# ---- lsu_subword ----
lsu_subword/gates.png
(3 px per um)
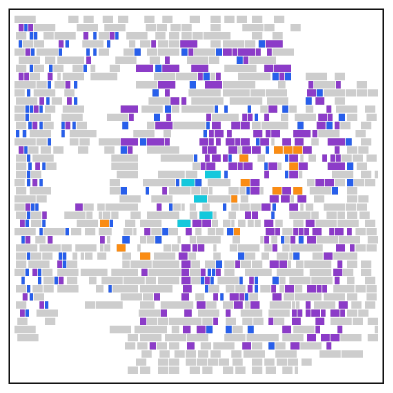

`src/rtl/lsu_pkg.sv`:
```
// Shared encodings for the sub-word load/store unit: access sizes, FSM states, lane widths.
// Used by lsu_subword and lsu_lane_mux (optional feature macro: LSU_ALIGN_CHECK_EN).
package lsu_pkg;

    localparam logic [1:0] SZ_BYTE = 2'd0;
    localparam logic [1:0] SZ_HALF = 2'd1;
    localparam logic [1:0] SZ_WORD = 2'd2;

    localparam int BYTE_W = 8;
    localparam int HALF_W = 16;
    localparam int LANE_W = 2;

    typedef enum logic [2:0] {
        IDLE,
        LOAD,
        WSTORE,
        RMW_RD,
        RMW_WR,
        ERR
    } state_t;

endpackage

```
`src/rtl/lsu_lane_mux.sv`:
```
// Combinational lane logic: extracts and extends a byte/half for loads, and
// merges a byte/half of store data into a memory word for read-modify-write.
module lsu_lane_mux
    import lsu_pkg::*;
#(
    parameter int M = 32
) (
    input  logic [M-1:0]      i_word,
    input  logic [1:0]        i_size,
    input  logic [LANE_W-1:0] i_lane,
    input  logic              i_unsigned,
    input  logic [HALF_W-1:0] i_wdata,
    output logic [M-1:0]      o_load,
    output logic [M-1:0]      o_merge
);

    logic signed [BYTE_W-1:0] w_byte;
    logic signed [HALF_W-1:0] w_half;
    logic                     w_bsign;
    logic                     w_hsign;

    always_comb begin
        w_byte  = i_word[{i_lane, 3'b000} +: BYTE_W];
        w_half  = i_word[{i_lane[1], 4'b0000} +: HALF_W];
        w_bsign = w_byte[BYTE_W-1] & ~i_unsigned;
        w_hsign = w_half[HALF_W-1] & ~i_unsigned;
        o_load  = i_word;
        o_merge = i_word;
        case (i_size)
            SZ_BYTE: begin
                o_load = {{(M-BYTE_W){w_bsign}}, w_byte};
                o_merge[{i_lane, 3'b000} +: BYTE_W] = i_wdata[BYTE_W-1:0];
            end
            SZ_HALF: begin
                o_load = {{(M-HALF_W){w_hsign}}, w_half};
                o_merge[{i_lane[1], 4'b0000} +: HALF_W] = i_wdata;
            end
            // word and reserved size pass the memory word through untouched
            default: begin
                o_load  = i_word;
                o_merge = i_word;
            end
        endcase
    end

endmodule

```
`src/rtl/lsu_subword.sv`:
```
// Load/store unit in front of a word-addressed memory: sub-word loads with extension,
// sub-word stores via read-modify-write. Optional alignment/range check: LSU_ALIGN_CHECK_EN.
module lsu_subword
    import lsu_pkg::*;
#(
    parameter int M = 32,
    parameter int N = 6
) (
    input  logic         clk,
    input  logic         reset,
    input  logic         req_valid,
    output logic         req_ready,
    input  logic         req_we,
    input  logic [1:0]   req_size,
    input  logic         req_unsigned,
    input  logic [M-1:0] req_addr,
    input  logic [M-1:0] req_wdata,
    output logic         resp_valid,
    output logic [M-1:0] resp_rdata,
    output logic         resp_err,
    output logic         mem_we,
    output logic [M-1:0] mem_addr,
    output logic [M-1:0] mem_wd,
    input  logic [M-1:0] mem_rd
);

    if (M != 32) begin : g_bad_m
        $error("lsu_subword: M must be 32");
    end
    if (N < 1 || N > M - 2) begin : g_bad_n
        $error("lsu_subword: N out of range");
    end

    state_t              r_state;
    logic                r_ready;
    logic                r_resp_valid;
    logic [M-1:0]        r_resp_rdata;
    logic                r_mem_we;
    logic [M-1:0]        r_mem_wd;
    logic [M-1:0]        r_addr;
    logic [1:0]          r_size;
    logic                r_unsigned;
    logic [HALF_W-1:0]   r_wdata;
    logic [M-1:0]        w_load;
    logic [M-1:0]        w_merge;
    logic                w_accept;
    logic                w_reject;

    assign w_accept = req_valid && r_ready;

`ifdef LSU_ALIGN_CHECK_EN
    logic r_resp_err;

    always_comb begin
        w_reject = |req_addr[M-1:N+2];
        if (req_size == SZ_HALF && req_addr[0]) w_reject = 1'b1;
        if (req_size[1] && req_addr[1:0] != 2'b00) w_reject = 1'b1;
    end

    assign resp_err = r_resp_err;
`else
    assign w_reject = 1'b0;
    assign resp_err = 1'b0;
`endif

    lsu_lane_mux #(.M(M)) u_lane_mux (
        .i_word     (mem_rd),
        .i_size     (r_size),
        .i_lane     (r_addr[1:0]),
        .i_unsigned (r_unsigned),
        .i_wdata    (r_wdata),
        .o_load     (w_load),
        .o_merge    (w_merge)
    );

    // Control state: FSM and all registered outputs
    always_ff @(posedge clk) begin
        if (reset) begin
            r_state      <= IDLE;
            r_ready      <= 1'b1;
            r_resp_valid <= 1'b0;
            r_resp_rdata <= '0;
            r_mem_we     <= 1'b0;
            r_mem_wd     <= '0;
            r_addr       <= '0;
`ifdef LSU_ALIGN_CHECK_EN
            r_resp_err   <= 1'b0;
`endif
        end else begin
            r_resp_valid <= 1'b0;
            r_mem_we     <= 1'b0;
`ifdef LSU_ALIGN_CHECK_EN
            r_resp_err   <= 1'b0;
`endif
            case (r_state)
                IDLE: begin
                    if (w_accept) begin
                        r_addr  <= req_addr;
                        r_ready <= 1'b0;
                        if (w_reject) begin
                            r_state <= ERR;
                        end else if (!req_we) begin
                            r_state <= LOAD;
                        end else if (req_size[1]) begin
                            r_state  <= WSTORE;
                            r_mem_we <= 1'b1;
                            r_mem_wd <= req_wdata;
                        end else begin
                            r_state <= RMW_RD;
                        end
                    end
                end
                LOAD: begin
                    r_resp_rdata <= w_load;
                    r_resp_valid <= 1'b1;
                    r_ready      <= 1'b1;
                    r_state      <= IDLE;
                end
                RMW_RD: begin
                    // the merged word is the merge register; it is written next cycle
                    r_mem_we <= 1'b1;
                    r_mem_wd <= w_merge;
                    r_state  <= RMW_WR;
                end
                WSTORE, RMW_WR: begin
                    r_resp_rdata <= '0;
                    r_resp_valid <= 1'b1;
                    r_ready      <= 1'b1;
                    r_state      <= IDLE;
                end
                ERR: begin
                    r_resp_rdata <= '0;
                    r_resp_valid <= 1'b1;
`ifdef LSU_ALIGN_CHECK_EN
                    r_resp_err   <= 1'b1;
`endif
                    r_ready      <= 1'b1;
                    r_state      <= IDLE;
                end
                default: begin
                    r_ready <= 1'b1;
                    r_state <= IDLE;
                end
            endcase
        end
    end

    // Request data capture on accept
    always_ff @(posedge clk) begin
        if (r_state == IDLE && w_accept) begin
            r_size     <= req_size;
            r_unsigned <= req_unsigned;
            r_wdata    <= req_wdata[HALF_W-1:0];
        end
    end

    assign req_ready  = r_ready;
    assign resp_valid = r_resp_valid;
    assign resp_rdata = r_resp_rdata;
    assign mem_we     = r_mem_we;
    assign mem_addr   = {r_addr[M-1:2], 2'b00};
    assign mem_wd     = r_mem_wd;

endmodule

```
`config.mk`:
```
export PLATFORM = sky130hd
export DESIGN_NAME = lsu_subword
export DESIGN_NICKNAME = d
export VERILOG_FILES = /design/src/rtl/lsu_pkg.sv /design/src/rtl/lsu_lane_mux.sv /design/src/rtl/lsu_subword.sv
export SDC_FILE = /design/constraint.sdc
export NUM_CORES = 1
export LEC_CHECK = 0
export CORE_UTILIZATION = 42
export CTS_CLUSTER_DIAMETER = 100
export CTS_CLUSTER_SIZE = 30
export DETAILED_ROUTE_END_ITERATION = 10
export PLACE_DENSITY = 0.8
export SLEW_MARGIN = 15
export SYNTH_ARGS = -nofsm -noshare
export SYNTH_HDL_FRONTEND = slang
export SYNTH_SLANG_ARGS = --single-unit
```
`constraint.sdc`:
```
create_clock -name clk -period 2.5 [get_ports clk]
set_clock_uncertainty 0.2 [all_clocks]
set_input_delay 0.375 -clock clk [delete_from_list [all_inputs] [get_ports clk]]
set_output_delay 0.375 -clock clk [all_outputs]
set_load 0.02 [all_outputs]
```
# ---- uart_tx_frame ----
## src/rtl/uart_tx_frame.sv

```systemverilog
// uart_tx_frame: parametrised UART transmitter with valid/ready input; optional line break via UART_TX_BREAK_EN.
module uart_tx_frame #(
    parameter int DATA_W       = 8,
    parameter int CLKS_PER_BIT = 868,
    parameter int PARITY_MODE  = 0,
    parameter int STOP_BITS    = 1
) (
    input  logic              clk,
    input  logic              rst,
`ifdef UART_TX_BREAK_EN
    input  logic              i_break,
`endif
    input  logic [DATA_W-1:0] i_tx_d,
    input  logic              i_valid,
    output logic              o_ready,
    output logic              o_tx_d,
    output logic              o_busy,
    output logic              o_done
);
    localparam int CW = $clog2(CLKS_PER_BIT);

    if (DATA_W < 5 || DATA_W > 9 || CLKS_PER_BIT < 2 || PARITY_MODE < 0 || PARITY_MODE > 2 ||
        (STOP_BITS != 1 && STOP_BITS != 2)) begin : g_bad_param
        $fatal(1, "uart_tx_frame: illegal parameter value");
    end

    typedef enum logic [2:0] {IDLE, START, DATA, PARITY, STOP} state_t;

    state_t          state;
    logic [CW-1:0]   cnt;
    logic [3:0]      bit_cnt;
    logic [DATA_W:0] sh;
    logic            brk;
    logic            par;
    logic            bit_end;
    logic            stop_end;

`ifdef UART_TX_BREAK_EN
    assign brk = i_break;
`else
    assign brk = 1'b0;
`endif

    assign par      = PARITY_MODE == 2 ? ~^i_tx_d : ^i_tx_d;
    assign bit_end  = cnt == CW'(CLKS_PER_BIT - 1);
    // the final stop-bit cycle is spent in IDLE so back-to-back frames abut with no gap
    assign stop_end = bit_cnt == 4'(STOP_BITS - 1) && cnt == CW'(CLKS_PER_BIT - 2);
    assign o_ready  = state == IDLE && !brk;
    assign o_busy   = state != IDLE || brk;

    always_ff @(posedge clk) begin
        if (rst) begin
            state   <= IDLE;
            cnt     <= '0;
            bit_cnt <= '0;
            sh      <= '0;
            o_tx_d  <= 1'b1;
            o_done  <= 1'b0;
        end else begin
            o_done <= 1'b0;
            cnt    <= cnt + 1'b1;
            case (state)
                IDLE: begin
                    cnt     <= '0;
                    bit_cnt <= '0;
                    o_tx_d  <= !brk;
                    if (i_valid && o_ready) begin
                        state  <= START;
                        sh     <= {par, i_tx_d};
                        o_tx_d <= 1'b0;
                    end
                end
                START: if (bit_end) begin
                    state  <= DATA;
                    cnt    <= '0;
                    o_tx_d <= sh[0];
                    sh     <= sh >> 1;
                end
                DATA: if (bit_end) begin
                    cnt <= '0;
                    if (bit_cnt == 4'(DATA_W - 1)) begin
                        bit_cnt <= '0;
                        state   <= PARITY_MODE != 0 ? PARITY : STOP;
                        o_tx_d  <= PARITY_MODE != 0 ? sh[0] : 1'b1;
                    end else begin
                        bit_cnt <= bit_cnt + 1'b1;
                        o_tx_d  <= sh[0];
                        sh      <= sh >> 1;
                    end
                end
                PARITY: if (bit_end) begin
                    state  <= STOP;
                    cnt    <= '0;
                    o_tx_d <= 1'b1;
                end
                STOP: begin
                    if (stop_end) begin
                        state  <= IDLE;
                        cnt    <= '0;
                        o_done <= 1'b1;
                    end else if (bit_end) begin
                        cnt     <= '0;
                        bit_cnt <= bit_cnt + 1'b1;
                    end
                end
                default: state <= IDLE;
            endcase
        end
    end
endmodule

```

## config.mk

```make
export PLATFORM = sky130hd
export DESIGN_NAME = uart_tx_frame
export DESIGN_NICKNAME = d
export VERILOG_FILES = /design/src/rtl/uart_tx_frame.sv
export SDC_FILE = /design/constraint.sdc
export NUM_CORES = 1
export LEC_CHECK = 0
export CORE_MARGIN = 2
export CORE_UTILIZATION = 35
export DETAILED_ROUTE_END_ITERATION = 12
export GPL_TIMING_DRIVEN = 1
export PLACE_DENSITY_LB_ADDON = 0.2
export SLEW_MARGIN = 20
export SYNTH_ARGS = -nofsm -noshare
export SYNTH_HDL_FRONTEND = slang
export SYNTH_SLANG_ARGS = --single-unit
export TNS_END_PERCENT = 20
```

## constraint.sdc

```tcl
create_clock -name clk -period 1.8 [get_ports clk]
set_input_delay 0.18 -clock clk [delete_from_list [all_inputs] [get_ports clk]]
set_output_delay 0.18 -clock clk [all_outputs]
set_load 0.03 [all_outputs]
```

# ---- stavka_a ----
===== src/rtl/stavka_a.sv =====
// ---------------------------------------------------------------------------
// stavka_a -- registered parity generator
//
// Appends a parity bit to a 7-bit data word and registers the result.
// The control input selects the parity mode:
//   control = 0 : even parity (data_out holds an even number of 1s)
//   control = 1 : odd parity  (data_out holds an odd number of 1s)
//
// Ports
//   clk      in   1  rising-edge clock for all state
//   rst_n    in   1  synchronous active-low reset; clears data_out to 8'h00
//   data_in  in   7  data word to protect
//   control  in   1  parity mode select (0 = even, 1 = odd)
//   data_out out  8  registered {data_in, parity}, one cycle after sampling
// ---------------------------------------------------------------------------
module stavka_a (
  input  logic       clk,
  input  logic       rst_n,
  input  logic [6:0] data_in,
  input  logic       control,
  output logic [7:0] data_out
);

  // XOR of the word gives the bit that makes the total even; folding in the
  // mode bit flips it to odd parity when control is high.
  function automatic logic parity_bit(input logic [6:0] word, input logic mode);
    parity_bit = (^word) ^ mode;
  endfunction

  logic [7:0] data_p0;

  // Stage p0: single output register. Reset clears the whole word, so a
  // freshly reset block presents 8'h00 rather than a stale value.
  always_ff @(posedge clk) begin
    if (!rst_n) begin
      data_p0 <= 8'h00;
    end else begin
      data_p0 <= {data_in, parity_bit(data_in, control)};
    end
  end

  assign data_out = data_p0;

endmodule


===== config.mk =====
export PLATFORM = sky130hd
export DESIGN_NAME = stavka_a
export DESIGN_NICKNAME = d
export VERILOG_FILES = /design/src/rtl/stavka_a.sv
export SDC_FILE = /design/constraint.sdc
export NUM_CORES = 1
export LEC_CHECK = 0
export ABC_CLOCK_PERIOD_IN_PS = 1400
export CORE_AREA = 2 2 39 41
export CTS_CLUSTER_DIAMETER = 200
export CTS_CLUSTER_SIZE = 10
export DETAILED_ROUTE_END_ITERATION = 10
export DIE_AREA = 0 0 41 43
export RECOVER_POWER = 25
export SYNTH_ARGS = -nofsm -noshare
export SYNTH_HDL_FRONTEND = slang
export SYNTH_SLANG_ARGS = --single-unit

===== constraint.sdc =====
create_clock -name clk -period 1.4 [get_ports clk]
set_input_delay 0.35 -clock clk [delete_from_list [all_inputs] [get_ports clk]]
set_output_delay 0.35 -clock clk [all_outputs]
set_load 0.01 [all_outputs]

# ---- ycr_clk_gate_mc ----
**config.mk**
```make
export PLATFORM = sky130hd
export DESIGN_NAME = ycr_clk_gate_mc
export DESIGN_NICKNAME = d
export VERILOG_FILES = /design/src/rtl/ycr_clk_gate_pkg.sv /design/src/rtl/ctech_cells.sv /design/src/rtl/ycr_clk_gate_ch.sv /design/src/rtl/ycr_clk_gate_mc.sv
export SDC_FILE = /design/constraint.sdc
export NUM_CORES = 1
export LEC_CHECK = 0
export ABC_AREA = 1
export CAP_MARGIN = 40
export CORE_MARGIN = 8
export CORE_UTILIZATION = 57
export CTS_BUF_LIST = sky130_fd_sc_hd__clkbuf_16
export DETAILED_ROUTE_END_ITERATION = 6
export GPL_ROUTABILITY_DRIVEN = 0
export PLACE_DENSITY = 0.85
export SYNTH_ARGS = -nofsm -noshare
export SYNTH_HDL_FRONTEND = slang
export SYNTH_SLANG_ARGS = --single-unit
```
**constraint.sdc**
```tcl
create_clock -name clk_in -period 1.8 [get_ports clk_in]
set_input_delay 0.45 -clock clk_in [delete_from_list [all_inputs] [get_ports clk_in]]
set_output_delay 0.45 -clock clk_in [all_outputs]
set_load 0.01 [all_outputs]
```
**src/rtl/ycr_clk_gate_pkg.sv**
```systemverilog
// Shared mode encodings and channel state type for the multi-channel clock-gate controller.
package ycr_clk_gate_pkg;

  localparam logic [1:0] NCLK_GATE  = 2'b00;
  localparam logic [1:0] DYCLK_GATE = 2'b01;
  localparam logic [1:0] FOCLK_GATE = 2'b10;
  localparam logic [1:0] HSCLK_GATE = 2'b11;

  typedef enum logic [1:0] {
    RUN   = 2'b00,
    HYST  = 2'b01,
    REQ   = 2'b10,
    GATED = 2'b11
  } cg_state_t;

endpackage

```
**src/rtl/ctech_cells.sv**
```systemverilog
// Behavioural models of the technology cells: 2-flop reset-low synchronizer and latch-based clock gate.
module ctech_dsync_high #(
  parameter int W = 1
) (
  input  logic         clk,
  input  logic         rst_n,
  input  logic [W-1:0] din,
  output logic [W-1:0] dout
);

  logic [W-1:0] meta;

  always_ff @(posedge clk or negedge rst_n) begin
    if (!rst_n) begin
      meta <= '0;
      dout <= '0;
    end else begin
      meta <= din;
      dout <= meta;
    end
  end

endmodule

module ctech_clk_gate (
  input  logic GATE,
  input  logic CLK,
  output logic GCLK
);

  logic en_lat;

  // Enable is captured while the clock is low so the gated clock never glitches.
  always_latch begin
    if (!CLK) en_lat <= GATE;
  end

  assign GCLK = CLK & en_lat;

endmodule

```
**src/rtl/ycr_clk_gate_ch.sv**
```systemverilog
// One gated-clock channel: input synchronizers, hysteresis/handshake FSM and the clock-gate cell.
module ycr_clk_gate_ch
  import ycr_clk_gate_pkg::*;
#(
  parameter int HCNT_W = 4
) (
  input  logic              clk_in,
  input  logic              reset_n,
  input  logic [1:0]        cfg_mode,
  input  logic [HCNT_W-1:0] hcnt_ss,
  input  logic              src_req,
  input  logic              dst_idle,
  input  logic              idle_ack,
  output logic              idle_req,
  output logic              clk_enb,
  output logic              clk_out,
  output logic              gate_sts,
  output logic              wake_pulse
);

  cg_state_t         state;
  logic [HCNT_W-1:0] cnt;
  logic [1:0]        mode_ss;
  logic [1:0]        mode_q;
  logic              src_req_ss;
  logic              dst_idle_ss;
  logic              idle_ack_ss;
  logic              wake;
  logic              dyn_mode;
  logic              hs_mode;
  logic              exit_gate;

  ctech_dsync_high #(.W(5)) u_sync (
    .clk   (clk_in),
    .rst_n (reset_n),
    .din   ({cfg_mode, src_req, dst_idle, idle_ack}),
    .dout  ({mode_ss, src_req_ss, dst_idle_ss, idle_ack_ss})
  );

  assign wake      = src_req_ss | ~dst_idle_ss;
  assign hs_mode   = (mode_ss == HSCLK_GATE);
  assign dyn_mode  = (mode_ss == DYCLK_GATE) | hs_mode;
  assign exit_gate = wake | (hs_mode & ~idle_ack_ss);

  // Wake requests reopen the clock combinationally, before the FSM leaves GATED.
  always_comb begin
    clk_enb = 1'b1;
    case (mode_ss)
      NCLK_GATE:  clk_enb = 1'b1;
      FOCLK_GATE: clk_enb = 1'b0;
      default:    clk_enb = !((state == GATED) && !exit_gate);
    endcase
  end

  always_ff @(posedge clk_in or negedge reset_n) begin
    if (!reset_n) begin
      state      <= RUN;
      cnt        <= '0;
      idle_req   <= 1'b0;
      gate_sts   <= 1'b0;
      wake_pulse <= 1'b0;
      mode_q     <= NCLK_GATE;
    end else begin
      mode_q     <= mode_ss;
      gate_sts   <= ~clk_enb;
      wake_pulse <= 1'b0;
      if ((mode_ss != mode_q) || !dyn_mode) begin
        state    <= RUN;
        cnt      <= '0;
        idle_req <= 1'b0;
      end else begin
        case (state)
          RUN: begin
            if (!wake) begin
              cnt   <= hcnt_ss;
              state <= HYST;
            end
          end
          HYST: begin
            if (wake) begin
              state <= RUN;
            end else if (cnt == '0) begin
              if (hs_mode) begin
                state    <= REQ;
                idle_req <= 1'b1;
              end else begin
                state <= GATED;
              end
            end else begin
              cnt <= cnt - 1'b1;
            end
          end
          REQ: begin
            if (wake) begin
              state    <= RUN;
              idle_req <= 1'b0;
            end else if (idle_ack_ss) begin
              state <= GATED;
            end
          end
          GATED: begin
            if (exit_gate) begin
              state      <= RUN;
              idle_req   <= 1'b0;
              wake_pulse <= 1'b1;
            end
          end
          default: state <= RUN;
        endcase
      end
    end
  end

  ctech_clk_gate u_cg (
    .GATE (clk_enb),
    .CLK  (clk_in),
    .GCLK (clk_out)
  );

endmodule

```
**src/rtl/ycr_clk_gate_mc.sv**
```systemverilog
// Multi-channel clock-gate controller: NCH independent channels sharing one synchronized hysteresis count.
module ycr_clk_gate_mc
  import ycr_clk_gate_pkg::*;
#(
  parameter int NCH    = 4,
  parameter int HCNT_W = 4
) (
  input  logic              clk_in,
  input  logic              reset_n,
  input  logic [2*NCH-1:0]  cfg_mode,
  input  logic [HCNT_W-1:0] cfg_hcnt,
  input  logic [NCH-1:0]    src_req,
  input  logic [NCH-1:0]    dst_idle,
  input  logic [NCH-1:0]    idle_ack,
  output logic [NCH-1:0]    idle_req,
  output logic [NCH-1:0]    clk_enb,
  output logic [NCH-1:0]    clk_out,
  output logic [NCH-1:0]    gate_sts,
  output logic [NCH-1:0]    wake_pulse
);

  logic [HCNT_W-1:0] hcnt_ss;

  ctech_dsync_high #(.W(HCNT_W)) u_hcnt_sync (
    .clk   (clk_in),
    .rst_n (reset_n),
    .din   (cfg_hcnt),
    .dout  (hcnt_ss)
  );

  for (genvar i = 0; i < NCH; i++) begin : g_ch
    ycr_clk_gate_ch #(.HCNT_W(HCNT_W)) u_ch (
      .clk_in     (clk_in),
      .reset_n    (reset_n),
      .cfg_mode   (cfg_mode[2*i+1:2*i]),
      .hcnt_ss    (hcnt_ss),
      .src_req    (src_req[i]),
      .dst_idle   (dst_idle[i]),
      .idle_ack   (idle_ack[i]),
      .idle_req   (idle_req[i]),
      .clk_enb    (clk_enb[i]),
      .clk_out    (clk_out[i]),
      .gate_sts   (gate_sts[i]),
      .wake_pulse (wake_pulse[i])
    );
  end

endmodule
```
# ---- vga_output_unit ----
===== config.mk =====
export PLATFORM = sky130hd
export DESIGN_NAME = vga_output_unit
export DESIGN_NICKNAME = d
export VERILOG_FILES = /design/src/rtl/vga_output_unit.sv
export SDC_FILE = /design/constraint.sdc
export NUM_CORES = 1
export LEC_CHECK = 0
export CAP_MARGIN = 20
export CORE_MARGIN = 2
export CORE_UTILIZATION = 30
export CTS_CLUSTER_DIAMETER = 40
export CTS_CLUSTER_SIZE = 24
export DETAILED_ROUTE_END_ITERATION = 10
export GPL_TIMING_DRIVEN = 0
export SYNTH_ARGS = -nofsm -noshare
export SYNTH_HDL_FRONTEND = slang
export SYNTH_SLANG_ARGS = --single-unit

===== constraint.sdc =====
create_clock -name clk_in -period 2.4 [get_ports clk_in]
set_input_delay 0.24 -clock clk_in [delete_from_list [all_inputs] [get_ports clk_in]]
set_output_delay 0.24 -clock clk_in [all_outputs]
set_load 0.005 [all_outputs]

===== src/rtl/vga_output_unit.sv =====
// VGA 640x480@60 timing generator with a registered, colour-aligned rgb/sync output stage.
// Sync and blanking are delayed PIPE_DELAY cycles so they meet the sprite colour for the same pixel.
module vga_output_unit #(
  parameter int unsigned PIPE_DELAY = 2,
  parameter logic [5:0]  FG_RGB     = 6'b111111,
  parameter logic [5:0]  BG_RGB     = 6'b000000,
  parameter int unsigned H_VISIBLE  = 640,
  parameter int unsigned H_FRONT    = 16,
  parameter int unsigned H_SYNC     = 96,
  parameter int unsigned H_BACK     = 48,
  parameter int unsigned V_VISIBLE  = 480,
  parameter int unsigned V_FRONT    = 10,
  parameter int unsigned V_SYNC     = 2,
  parameter int unsigned V_BACK     = 33
) (
  input  logic       clk_in,
  input  logic       reset,
  input  logic       colour,
  output logic [9:0] counter_H,
  output logic [9:0] counter_V,
  output logic       hsync,
  output logic       vsync,
  output logic [5:0] rgb,
  output logic       display_on,
  output logic       frame_start,
  output logic [7:0] frame_count
);

  localparam logic [9:0] HLast      = 10'(H_VISIBLE + H_FRONT + H_SYNC + H_BACK - 1);
  localparam logic [9:0] VLast      = 10'(V_VISIBLE + V_FRONT + V_SYNC + V_BACK - 1);
  localparam logic [9:0] HVis       = 10'(H_VISIBLE);
  localparam logic [9:0] VVis       = 10'(V_VISIBLE);
  localparam logic [9:0] HSyncStart = 10'(H_VISIBLE + H_FRONT);
  localparam logic [9:0] HSyncEnd   = 10'(H_VISIBLE + H_FRONT + H_SYNC);
  localparam logic [9:0] VSyncStart = 10'(V_VISIBLE + V_FRONT);
  localparam logic [9:0] VSyncEnd   = 10'(V_VISIBLE + V_FRONT + V_SYNC);

  logic [9:0] h_q, h_d;
  logic [9:0] v_q, v_d;
  logic [7:0] fc_q, fc_d;
  logic       h_wrap, v_wrap;

  logic       hs_raw, vs_raw, de_raw;

  logic [PIPE_DELAY-1:0] hs_pipe, vs_pipe, de_pipe;
  logic [PIPE_DELAY:0]   hs_shift, vs_shift, de_shift;

  logic [5:0] rgb_q, rgb_d;
  logic       hsync_q, vsync_q;

  // Wrap on >= so the counters can never leave their range.
  always_comb begin
    h_wrap = (h_q >= HLast);
    v_wrap = (v_q >= VLast);
    h_d    = h_wrap ? 10'd0 : h_q + 10'd1;
    v_d    = v_q;
    fc_d   = fc_q;
    if (h_wrap) begin
      v_d = v_wrap ? 10'd0 : v_q + 10'd1;
      if (v_wrap) begin
        fc_d = fc_q + 8'd1;
      end
    end
  end

  always_ff @(posedge clk_in or negedge reset) begin
    if (!reset) begin
      h_q  <= 10'd0;
      v_q  <= 10'd0;
      fc_q <= 8'd0;
    end else begin
      h_q  <= h_d;
      v_q  <= v_d;
      fc_q <= fc_d;
    end
  end

  always_comb begin
    hs_raw = !((h_q >= HSyncStart) && (h_q < HSyncEnd));
    vs_raw = !((v_q >= VSyncStart) && (v_q < VSyncEnd));
    de_raw = (h_q < HVis) && (v_q < VVis);
  end

  assign hs_shift = {hs_pipe, hs_raw};
  assign vs_shift = {vs_pipe, vs_raw};
  assign de_shift = {de_pipe, de_raw};

  // Reset stages to idle sync and blanked display so nothing false leaves after release.
  always_ff @(posedge clk_in or negedge reset) begin
    if (!reset) begin
      hs_pipe <= '1;
      vs_pipe <= '1;
      de_pipe <= '0;
    end else begin
      hs_pipe <= hs_shift[PIPE_DELAY-1:0];
      vs_pipe <= vs_shift[PIPE_DELAY-1:0];
      de_pipe <= de_shift[PIPE_DELAY-1:0];
    end
  end

  always_comb begin
    rgb_d = 6'b000000;
    if (de_pipe[PIPE_DELAY-1]) begin
      rgb_d = colour ? FG_RGB : BG_RGB;
    end
  end

  always_ff @(posedge clk_in or negedge reset) begin
    if (!reset) begin
      rgb_q   <= 6'b000000;
      hsync_q <= 1'b1;
      vsync_q <= 1'b1;
    end else begin
      rgb_q   <= rgb_d;
      hsync_q <= hs_pipe[PIPE_DELAY-1];
      vsync_q <= vs_pipe[PIPE_DELAY-1];
    end
  end

  assign counter_H   = h_q;
  assign counter_V   = v_q;
  assign frame_count = fc_q;
  assign display_on  = de_raw;
  assign frame_start = (h_q == 10'd0) && (v_q == 10'd0);
  assign rgb         = rgb_q;
  assign hsync       = hsync_q;
  assign vsync       = vsync_q;

endmodule



==> notes/layouts.md <==
Pictures saved along the way, in no particular order.

Selected gate families.
Plate I
(4 px per um)
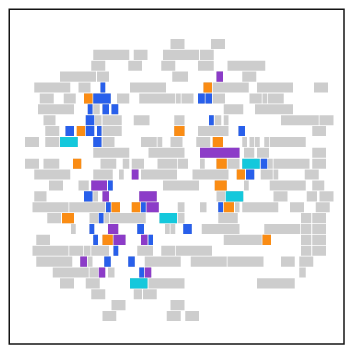
Plate II
(4 px per um)
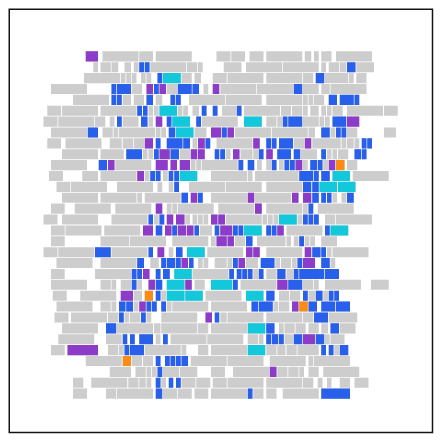
Plate III
(8 px per um)
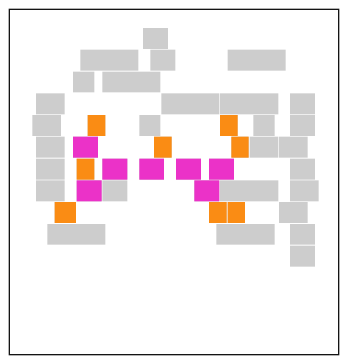
Plate IV
(4 px per um)
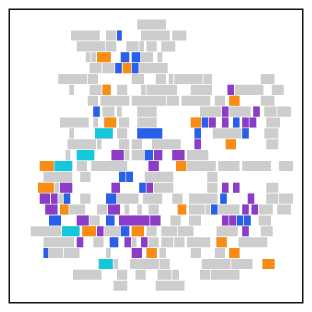
| picture | from |
|---|---|
| Plate I | vga_output_unit |
| Plate II | ycr_clk_gate_mc |
| Plate IV | uart_tx_frame |
| Plate III | stavka_a |
- most cells: Plate II
- largest die: Plate II

uart_tx_frame/clock_nets.png
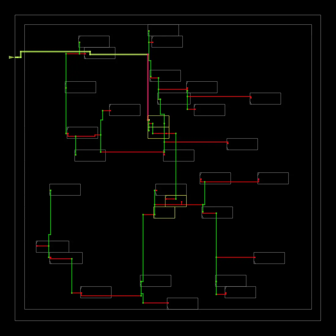
Num CTS Buffers: 3
flip-flops: 28
clk latency late pin: 270 ps

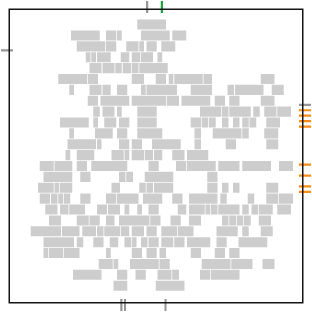
uart_tx_frame/pinout.png
(4 px per um) Pins as bars across the die edge, other pins in gray.
| port | color | pins | direction | edge |
|---|---|---|---|---|
| i_tx_d | orange | 8 | input | east |
| o_tx_d | green | 1 | output | north |
all pins by edge: 9 east, 3 south, 2 north, 1 west
Horiz. Die Dim: 73.0 um
PortBufs: 14
Die Y: 73.0 um

==> results.cfg, uart_tx_frame <==
; physical design summary
[status]
status = complete, but fails checks
violations = setup timing

[grt]
grt_util_met3 = 0.0207

[routing]
firstDrtPassIters = 4

[clock_tree]
clock_path_buffers = 2
post_cts_buffers = 1

[final_timing]
final-setup-viol-count = 4
timing.final.ws_setup_ps = -8.78
slew_headroom = 0.634
setup_tns_ps = -18.4

[power_and_ir_drop]
power_leader = registers
pg_seq_mw = 0.666

[yosys]
synth_cell_type_count = 51
ff_type = dfxtp_1
async_reset_ff_frac = 0
compound_area_frac = 0.154
top_cells_by_area = dfxtp_1 34%, mux2_4 7.2%, xnor2_1 4.7%

[setup_path]
reg2regPathDepth = 6
critPathMaxStageDelay_ps = 340
path_cells = ha_1 > and3b_2 > o21a_1 > a2111o_1 > buf_4 > mux2_4

[final_layout]
dominant_cells = logic gates
utilization = 0.466
final-comb-area_um2 = 1060
n_fill_cell = 451

[placed_design]
place_ws_ps = -71.9
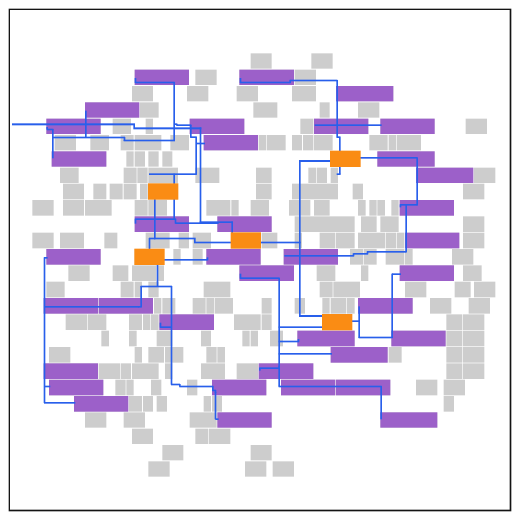
vga_output_unit/clock_wires.png
(6 px per um)
[clock wires] blue | length: 521 um
[flip-flops] purple | count: 37
[clock-net drivers] orange | count: 5
routed clock nets: 6

==> results.cfg, vga_output_unit <==
; physical design summary
[final_timing]
fmax_ghz = 0.448
rsz0062_at_grt = false
setup_tns_ps = 0
final-setup-viol-count = 0

[power_and_ir_drop]
vdd_drop_max_mv = 0.286
switching_share = 0.212
total_power_mw = 1.11
p_comb_frac = 0.028

[yosys]
fp_nets = 180
yosysMostFrequentCell = dfrtp_1
synth_cell_type_count = 45
async_reset_ff_frac = 1.00
synth.cellmix.simpleShare = 0.208
synth_cells = 172
largest_area_cell = dfrtp_1

[clock_tree]
root_buffer = clkbuf_8
cts_tree = built

[routing]
dr_wl_met3_um = 183
drc = 0

[setup_path]
r2r_start = counter_H[0]
crit_type = reg -> out
crit_arrival_ps = 1990

[final_layout]
syn2layout_area_growth_pct = 30.6
layout_top_cell = clkdlybuf4s50_1
fin_nets = 227
layout-drive-gt1-share = 0.186

[placed_design]
placed_cells = 287

[status]
status = finished clean

[floorplan]
taps = 75
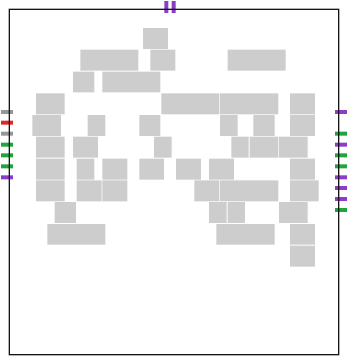
stavka_a/pinout.png
(8 px per um) Pins as bars across the die edge, other pins in gray.
| port | color | pins | direction | edge |
|---|---|---|---|---|
| data_out | purple | 8 | output | 5 east, 2 north, 1 west |
| data_in | green | 7 | input | 4 east, 3 west |
| rst_n | red | 1 | input | west |
all pins by edge: 9 east, 7 west, 2 north

==> results.cfg, stavka_a <==
; physical design summary
[final_layout]
clock_tree_area_fraction = 0.0474
layout_top_cells = 8 x dfxtp_1, 8 x clkdlybuf4s50_1, 8 x dlygate4sd2_1
comb.multi_input.count = 15

[setup_path]
crit_type = in -> reg
crit_arrival_ps = 1400

[worst_hold_path]
hp-start = data_in[6]

[floorplan]
die.size.y_um = 43
coreArea_um2 = 1380

[clock_tree]
cts.clk_slew.worst_paths_ps = 50

[run]
maxCapViolations = 0

[routing]
via_per_inst = 3.92

[grt]
grt_pass1_wl_um = 772
antenna_found_initial = 0
met1_usage = 0.0615

[placed_design]
dpl-instance-area_um2 = 463

[power_and_ir_drop]
pg_seq_mw = 0.249
clockPowerShare = 0.326

[yosys]
synth_cells = 23

[status]
status = finished clean
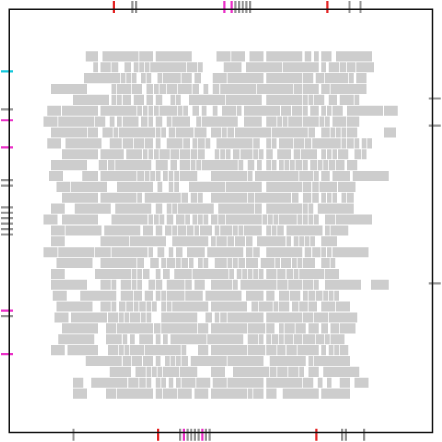
ycr_clk_gate_mc/pinout.png
(4 px per um) Pins as bars across the die edge, other pins in gray.
| port | color | pins | direction | edge |
|---|---|---|---|---|
| clk_enb | red | 4 | output | 2 south, 2 north |
| clk_in | cyan | 1 | input | west |
| cfg_mode | magenta | 8 | input | 4 west, 2 north, 2 south |
all pins by edge: 15 west, 15 south, 13 north, 3 east
Horiz. Die Dim: 105 um
PortBufs: 45
Die Y: 105 um

==> results.cfg, ycr_clk_gate_mc <==
; physical design summary
[status]
status = complete, but fails checks
violations = DRC, setup timing

[final_timing]
final-setup-viol-count = 14
worst_pin_slew_ps = 455
timing.final.ws_setup_ps = -646

[setup_path]
worstSetupEndpoint = clk_out[1]

[final_layout]
utilization = 0.776
dominant_cells = registers
n_fill_cell = 434

[yosys]
ys_sh_mux = 0
async_reset_ff_frac = 0.958
ys_ff = 96
ys_cells = 513
ys_chip_area_um2 = 4560

[worst_hold_path]
worstHoldPathCells = 0

[routing]
drt_iter0_drc = 267
top_layer = met4
drc = 1
dr_wl_met3_um = 888

[placed_design]
dpl.hpwl_um = 6470

[power_and_ir_drop]
total_power_mw = 5.53
clockPowerShare = 0.474
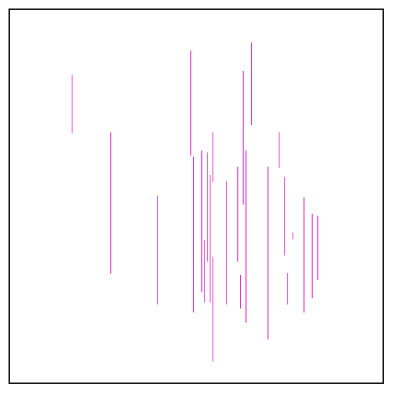
lsu_subword/m4.png
(3 px per um)
main direction: vertical
longest straight run: 57.1 um
nets with wire on the layer: 20
wire length on this layer: 790 um
share of all routed wire: 3.9%
total wire length: 20100 um
Via Count: 5977

About lsu_subword/gates.png:
| family | color | cells | most used |
|---|---|---|---|
| and/or cells | orange | 13 | and4_1 |
| fa/ha/maj cells | cyan | 5 | ha_1 |
| nand cells | blue | 135 | nand2_1 |
| aoi and oai cells | purple | 223 | a21oi_1 |
Top cell excl fill/tap: clkdlybuf4s50_1
Comb area share: 0.347
Final Non-Filler Cells: 1049

==> results.cfg, lsu_subword <==
; physical design summary
[yosys]
synth.cellmix.simpleShare = 0.151
postSynthAreaPerCell_um2 = 9.27
largest_area_cell = dfxtp_1
synth_cell_type_count = 59

[power_and_ir_drop]
p_comb_mw = 1.02

[final_layout]
layout_top_cells = 198 x clkdlybuf4s50_1, 102 x dfxtp_1, 94 x nand2_1
comb.multi_input.count = 455
layout-drive-gt1-share = 0.124

[worst_hold_path]
hold_end = resp_rdata[3]
min_path_type = in -> reg

[final_timing]
worst_pin_slew_ps = 951
final-setup-viol-count = 0
slew_headroom = 0.364

[placed_design]
place_ws_ps = 69.9
dpl-instance-area_um2 = 8330

[floorplan]
row_count = 44
taps = 184

[clock_tree]
root_buffer = clkbuf_16
cts.sinks = 121
post_cts_buffers = 0
clkLatencyLatePin_ps = 410

[status]
status = finished clean

[setup_path]
critPathMaxStageDelay_ps = 570
worstSetupEndpoint = resp_rdata[10]
r2r-end = resp_rdata[10]
cp.required_ps = 2610
cp-start-kind = flip-flop

[routing]
top_layer = met4

# ---- bus_timer ----
===== src/rtl/timer_pkg.sv =====
// Shared definitions for the memory-mapped machine timer:
// register offsets, CTRL bit positions, reset values and byte merging.
package timer_pkg;

  typedef enum logic [2:0] {
    REG_MTIME_LO = 3'd0,
    REG_MTIME_HI = 3'd1,
    REG_CMP_LO   = 3'd2,
    REG_CMP_HI   = 3'd3,
    REG_CTRL     = 3'd4,
    REG_PRESCALE = 3'd5
  } reg_e;

  localparam int CTRL_EN     = 0;
  localparam int CTRL_IRQ_EN = 1;

  localparam logic [63:0] CMP_RST = 64'hFFFF_FFFF_FFFF_FFFF;

  function automatic logic [31:0] be_merge(
    input logic [31:0] old,
    input logic [31:0] din,
    input logic [3:0]  be
  );
    logic [31:0] r;
    for (int i = 0; i < 4; i++)
      r[8*i +: 8] = be[i] ? din[8*i +: 8]
                          : old[8*i +: 8];
    return r;
  endfunction

endpackage


===== src/rtl/timer_prescaler.sv =====
// Down-counting prescaler: emits a one-cycle tick when the count
// is zero while enabled, then reloads from the programmed value.
import timer_pkg::*;

module timer_prescaler #(
  parameter int PRESCALE_W = 16
) (
  input  logic                  i_clk,
  input  logic                  i_rst_n,
  input  logic                  i_en,
  input  logic [PRESCALE_W-1:0] i_reload,
  input  logic                  i_clr,
  output logic                  o_tick
);

  logic [PRESCALE_W-1:0] r_cnt;
  logic                  w_zero;

  assign w_zero = (r_cnt == '0);
  assign o_tick = i_en & w_zero;

  always_ff @(posedge i_clk or negedge i_rst_n) begin
    if (!i_rst_n) begin
      r_cnt <= '0;
    end else if (i_clr) begin
      r_cnt <= '0;
    end else if (i_en) begin
      if (w_zero) r_cnt <= i_reload;
      else        r_cnt <= r_cnt - 1'b1;
    end
  end

endmodule


===== src/rtl/bus_timer.sv =====
// Bus-attached 64-bit machine timer with compare interrupt,
// prescaler and atomic LO-then-HI read via a shadow register.
import timer_pkg::*;

module bus_timer #(
  parameter int XLEN       = 32,
  parameter int PRESCALE_W = 16
) (
  input  logic            i_clk,
  input  logic            i_rst_n,
  input  logic [XLEN-1:0] i_timer_addr,
  input  logic            i_timer_write,
  input  logic            i_timer_read,
  input  logic [3:0]      i_timer_size,
  input  logic [XLEN-1:0] i_timer_din,
  output logic [XLEN-1:0] o_timer_dout,
  output logic            o_timer_irq
);

  logic [63:0]           r_mtime;
  logic [63:0]           r_cmp;
  logic                  r_en;
  logic                  r_ien;
  logic [PRESCALE_W-1:0] r_pre;
  logic [31:0]           r_shadow;
  logic [XLEN-1:0]       r_dout;
  logic                  r_irq;

  logic [2:0]            w_idx;
  logic [7:0]            w_hit;
  logic                  w_wr;
  logic                  w_wr_lo;
  logic                  w_wr_hi;
  logic                  w_wr_clo;
  logic                  w_wr_chi;
  logic                  w_wr_ctrl;
  logic                  w_wr_pre;
  logic [1:0]            w_ctrl_new;
  logic [PRESCALE_W-1:0] w_pre_new;
  logic [31:0]           w_ctrl_rd;
  logic [31:0]           w_pre_rd;
  logic                  w_clr;
  logic                  w_tick;
  logic [31:0]           w_rdata;
  logic                  w_unused;

  assign w_idx    = i_timer_addr[4:2];
  assign w_hit    = 8'b1 << w_idx;
  assign w_unused = &{1'b0, i_timer_addr[XLEN-1:5],
                      i_timer_addr[1:0]};

  // A write with no byte lanes is a no-op, including side effects.
  assign w_wr      = i_timer_write & (|i_timer_size);
  assign w_wr_lo   = w_wr & (w_idx == REG_MTIME_LO);
  assign w_wr_hi   = w_wr & (w_idx == REG_MTIME_HI);
  assign w_wr_clo  = w_wr & (w_idx == REG_CMP_LO);
  assign w_wr_chi  = w_wr & (w_idx == REG_CMP_HI);
  assign w_wr_ctrl = w_wr & (w_idx == REG_CTRL);
  assign w_wr_pre  = w_wr & (w_idx == REG_PRESCALE);

  assign w_ctrl_rd = {30'b0, r_ien, r_en};
  assign w_pre_rd  = 32'(r_pre);

  assign w_ctrl_new = 2'(be_merge(w_ctrl_rd,
                          i_timer_din, i_timer_size));
  assign w_pre_new  = PRESCALE_W'(be_merge(w_pre_rd,
                          i_timer_din, i_timer_size));

  assign w_clr = w_wr_pre |
                 (w_wr_ctrl & w_ctrl_new[CTRL_EN] & ~r_en);

  timer_prescaler #(
    .PRESCALE_W (PRESCALE_W)
  ) u_pre (
    .i_clk    (i_clk),
    .i_rst_n  (i_rst_n),
    .i_en     (r_en),
    .i_reload (r_pre),
    .i_clr    (w_clr),
    .o_tick   (w_tick)
  );

  always_comb begin
    w_rdata = '0;
    unique case (1'b1)
      w_hit[REG_MTIME_LO]: w_rdata = r_mtime[31:0];
      w_hit[REG_MTIME_HI]: w_rdata = r_shadow;
      w_hit[REG_CMP_LO]:   w_rdata = r_cmp[31:0];
      w_hit[REG_CMP_HI]:   w_rdata = r_cmp[63:32];
      w_hit[REG_CTRL]:     w_rdata = w_ctrl_rd;
      w_hit[REG_PRESCALE]: w_rdata = w_pre_rd;
      default:             w_rdata = '0;
    endcase
  end

  always_ff @(posedge i_clk or negedge i_rst_n) begin
    if (!i_rst_n) begin
      r_mtime  <= '0;
      r_cmp    <= CMP_RST;
      r_en     <= 1'b0;
      r_ien    <= 1'b0;
      r_pre    <= '0;
      r_shadow <= '0;
      r_dout   <= '0;
      r_irq    <= 1'b0;
    end else begin
      // Bus writes to either MTIME half suppress the increment.
      if (w_wr_lo)
        r_mtime[31:0] <= be_merge(r_mtime[31:0],
                           i_timer_din, i_timer_size);
      else if (w_wr_hi)
        r_mtime[63:32] <= be_merge(r_mtime[63:32],
                            i_timer_din, i_timer_size);
      else if (w_tick)
        r_mtime <= r_mtime + 64'd1;

      if (w_wr_clo)
        r_cmp[31:0] <= be_merge(r_cmp[31:0],
                         i_timer_din, i_timer_size);
      if (w_wr_chi)
        r_cmp[63:32] <= be_merge(r_cmp[63:32],
                          i_timer_din, i_timer_size);

      if (w_wr_ctrl) begin
        r_en  <= w_ctrl_new[CTRL_EN];
        r_ien <= w_ctrl_new[CTRL_IRQ_EN];
      end
      if (w_wr_pre)
        r_pre <= w_pre_new;

      if (i_timer_read) begin
        r_dout <= w_rdata;
        if (w_idx == REG_MTIME_LO)
          r_shadow <= r_mtime[63:32];
      end

      r_irq <= r_ien & (r_mtime >= r_cmp);
    end
  end

  assign o_timer_dout = r_dout;
  assign o_timer_irq  = r_irq;

endmodule


===== config.mk =====
export PLATFORM = sky130hd
export DESIGN_NAME = bus_timer
export DESIGN_NICKNAME = d
export VERILOG_FILES = /design/src/rtl/timer_pkg.sv /design/src/rtl/timer_prescaler.sv /design/src/rtl/bus_timer.sv
export SDC_FILE = /design/constraint.sdc
export NUM_CORES = 1
export LEC_CHECK = 0
export ABC_CLOCK_PERIOD_IN_PS = 2600
export CAP_MARGIN = 40
export CORE_MARGIN = 2
export CORE_UTILIZATION = 30
export DETAILED_ROUTE_END_ITERATION = 10
export GPL_TIMING_DRIVEN = 0
export PLACE_DENSITY = 0.52
export SYNTH_ARGS = -nofsm -noshare
export SYNTH_HDL_FRONTEND = slang
export SYNTH_SLANG_ARGS = --single-unit

===== constraint.sdc =====
create_clock -name i_clk -period 2.6 [get_ports i_clk]
set_input_delay 0.26 -clock i_clk [delete_from_list [all_inputs] [get_ports i_clk]]
set_output_delay 0.26 -clock i_clk [all_outputs]
set_load 0.01 [all_outputs]

==> results.cfg <==
; physical design summary
[status]
violations = setup timing
status = complete, but fails checks

[final_timing]
setup_tns_ps = -89.3
timing.final.ws_setup_ps = -89.3
timing.final.crit_share = 1.03
final-setup-viol-count = 1

[grt]
grt-busiest-layer = met2

[final_layout]
comb.multi_input.count = 1021
reg_top3 = r_cmp (64), r_mtime (64)

[yosys]
logic_family = AND-OR/OR-AND gates
largest_area_cell = dfrtp_1
top_cells_by_count = 163 x dfrtp_1, 151 x a21oi_1, 119 x mux2_2

[routing]
vias = 12617
top_layer = met4

[clock_tree]
clock_path_buffers = 3

[power_and_ir_drop]
leakagePower_nw = 6.85
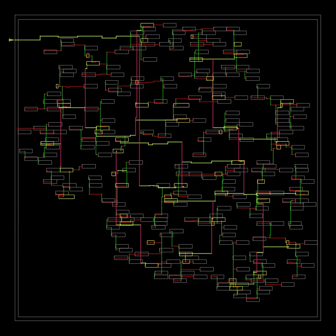
bus_timer/clock_nets.png
Clk power: 4.21 mW
Num CTS Buffers: 29
clk latency late pin: 590 ps
flip-flops: 227
clk sink count: 227



==> notes/layouts.md <==
Pictures saved along the way, in no particular order.

Clock nets.
image #1
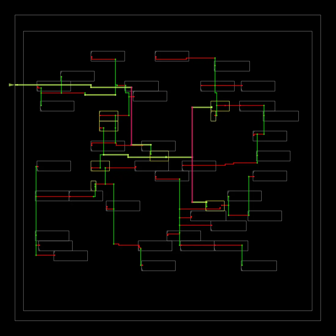
image #2
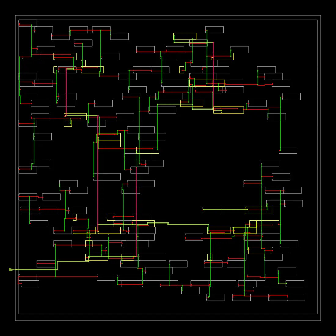
image #3
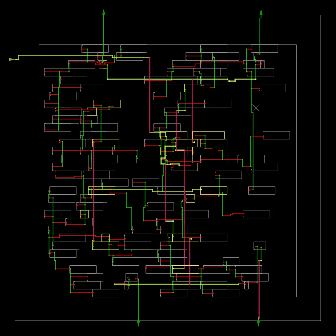
lsu_subword: image #2
vga_output_unit: image #1
ycr_clk_gate_mc: image #3

Power and IR drop assume default switching activity.
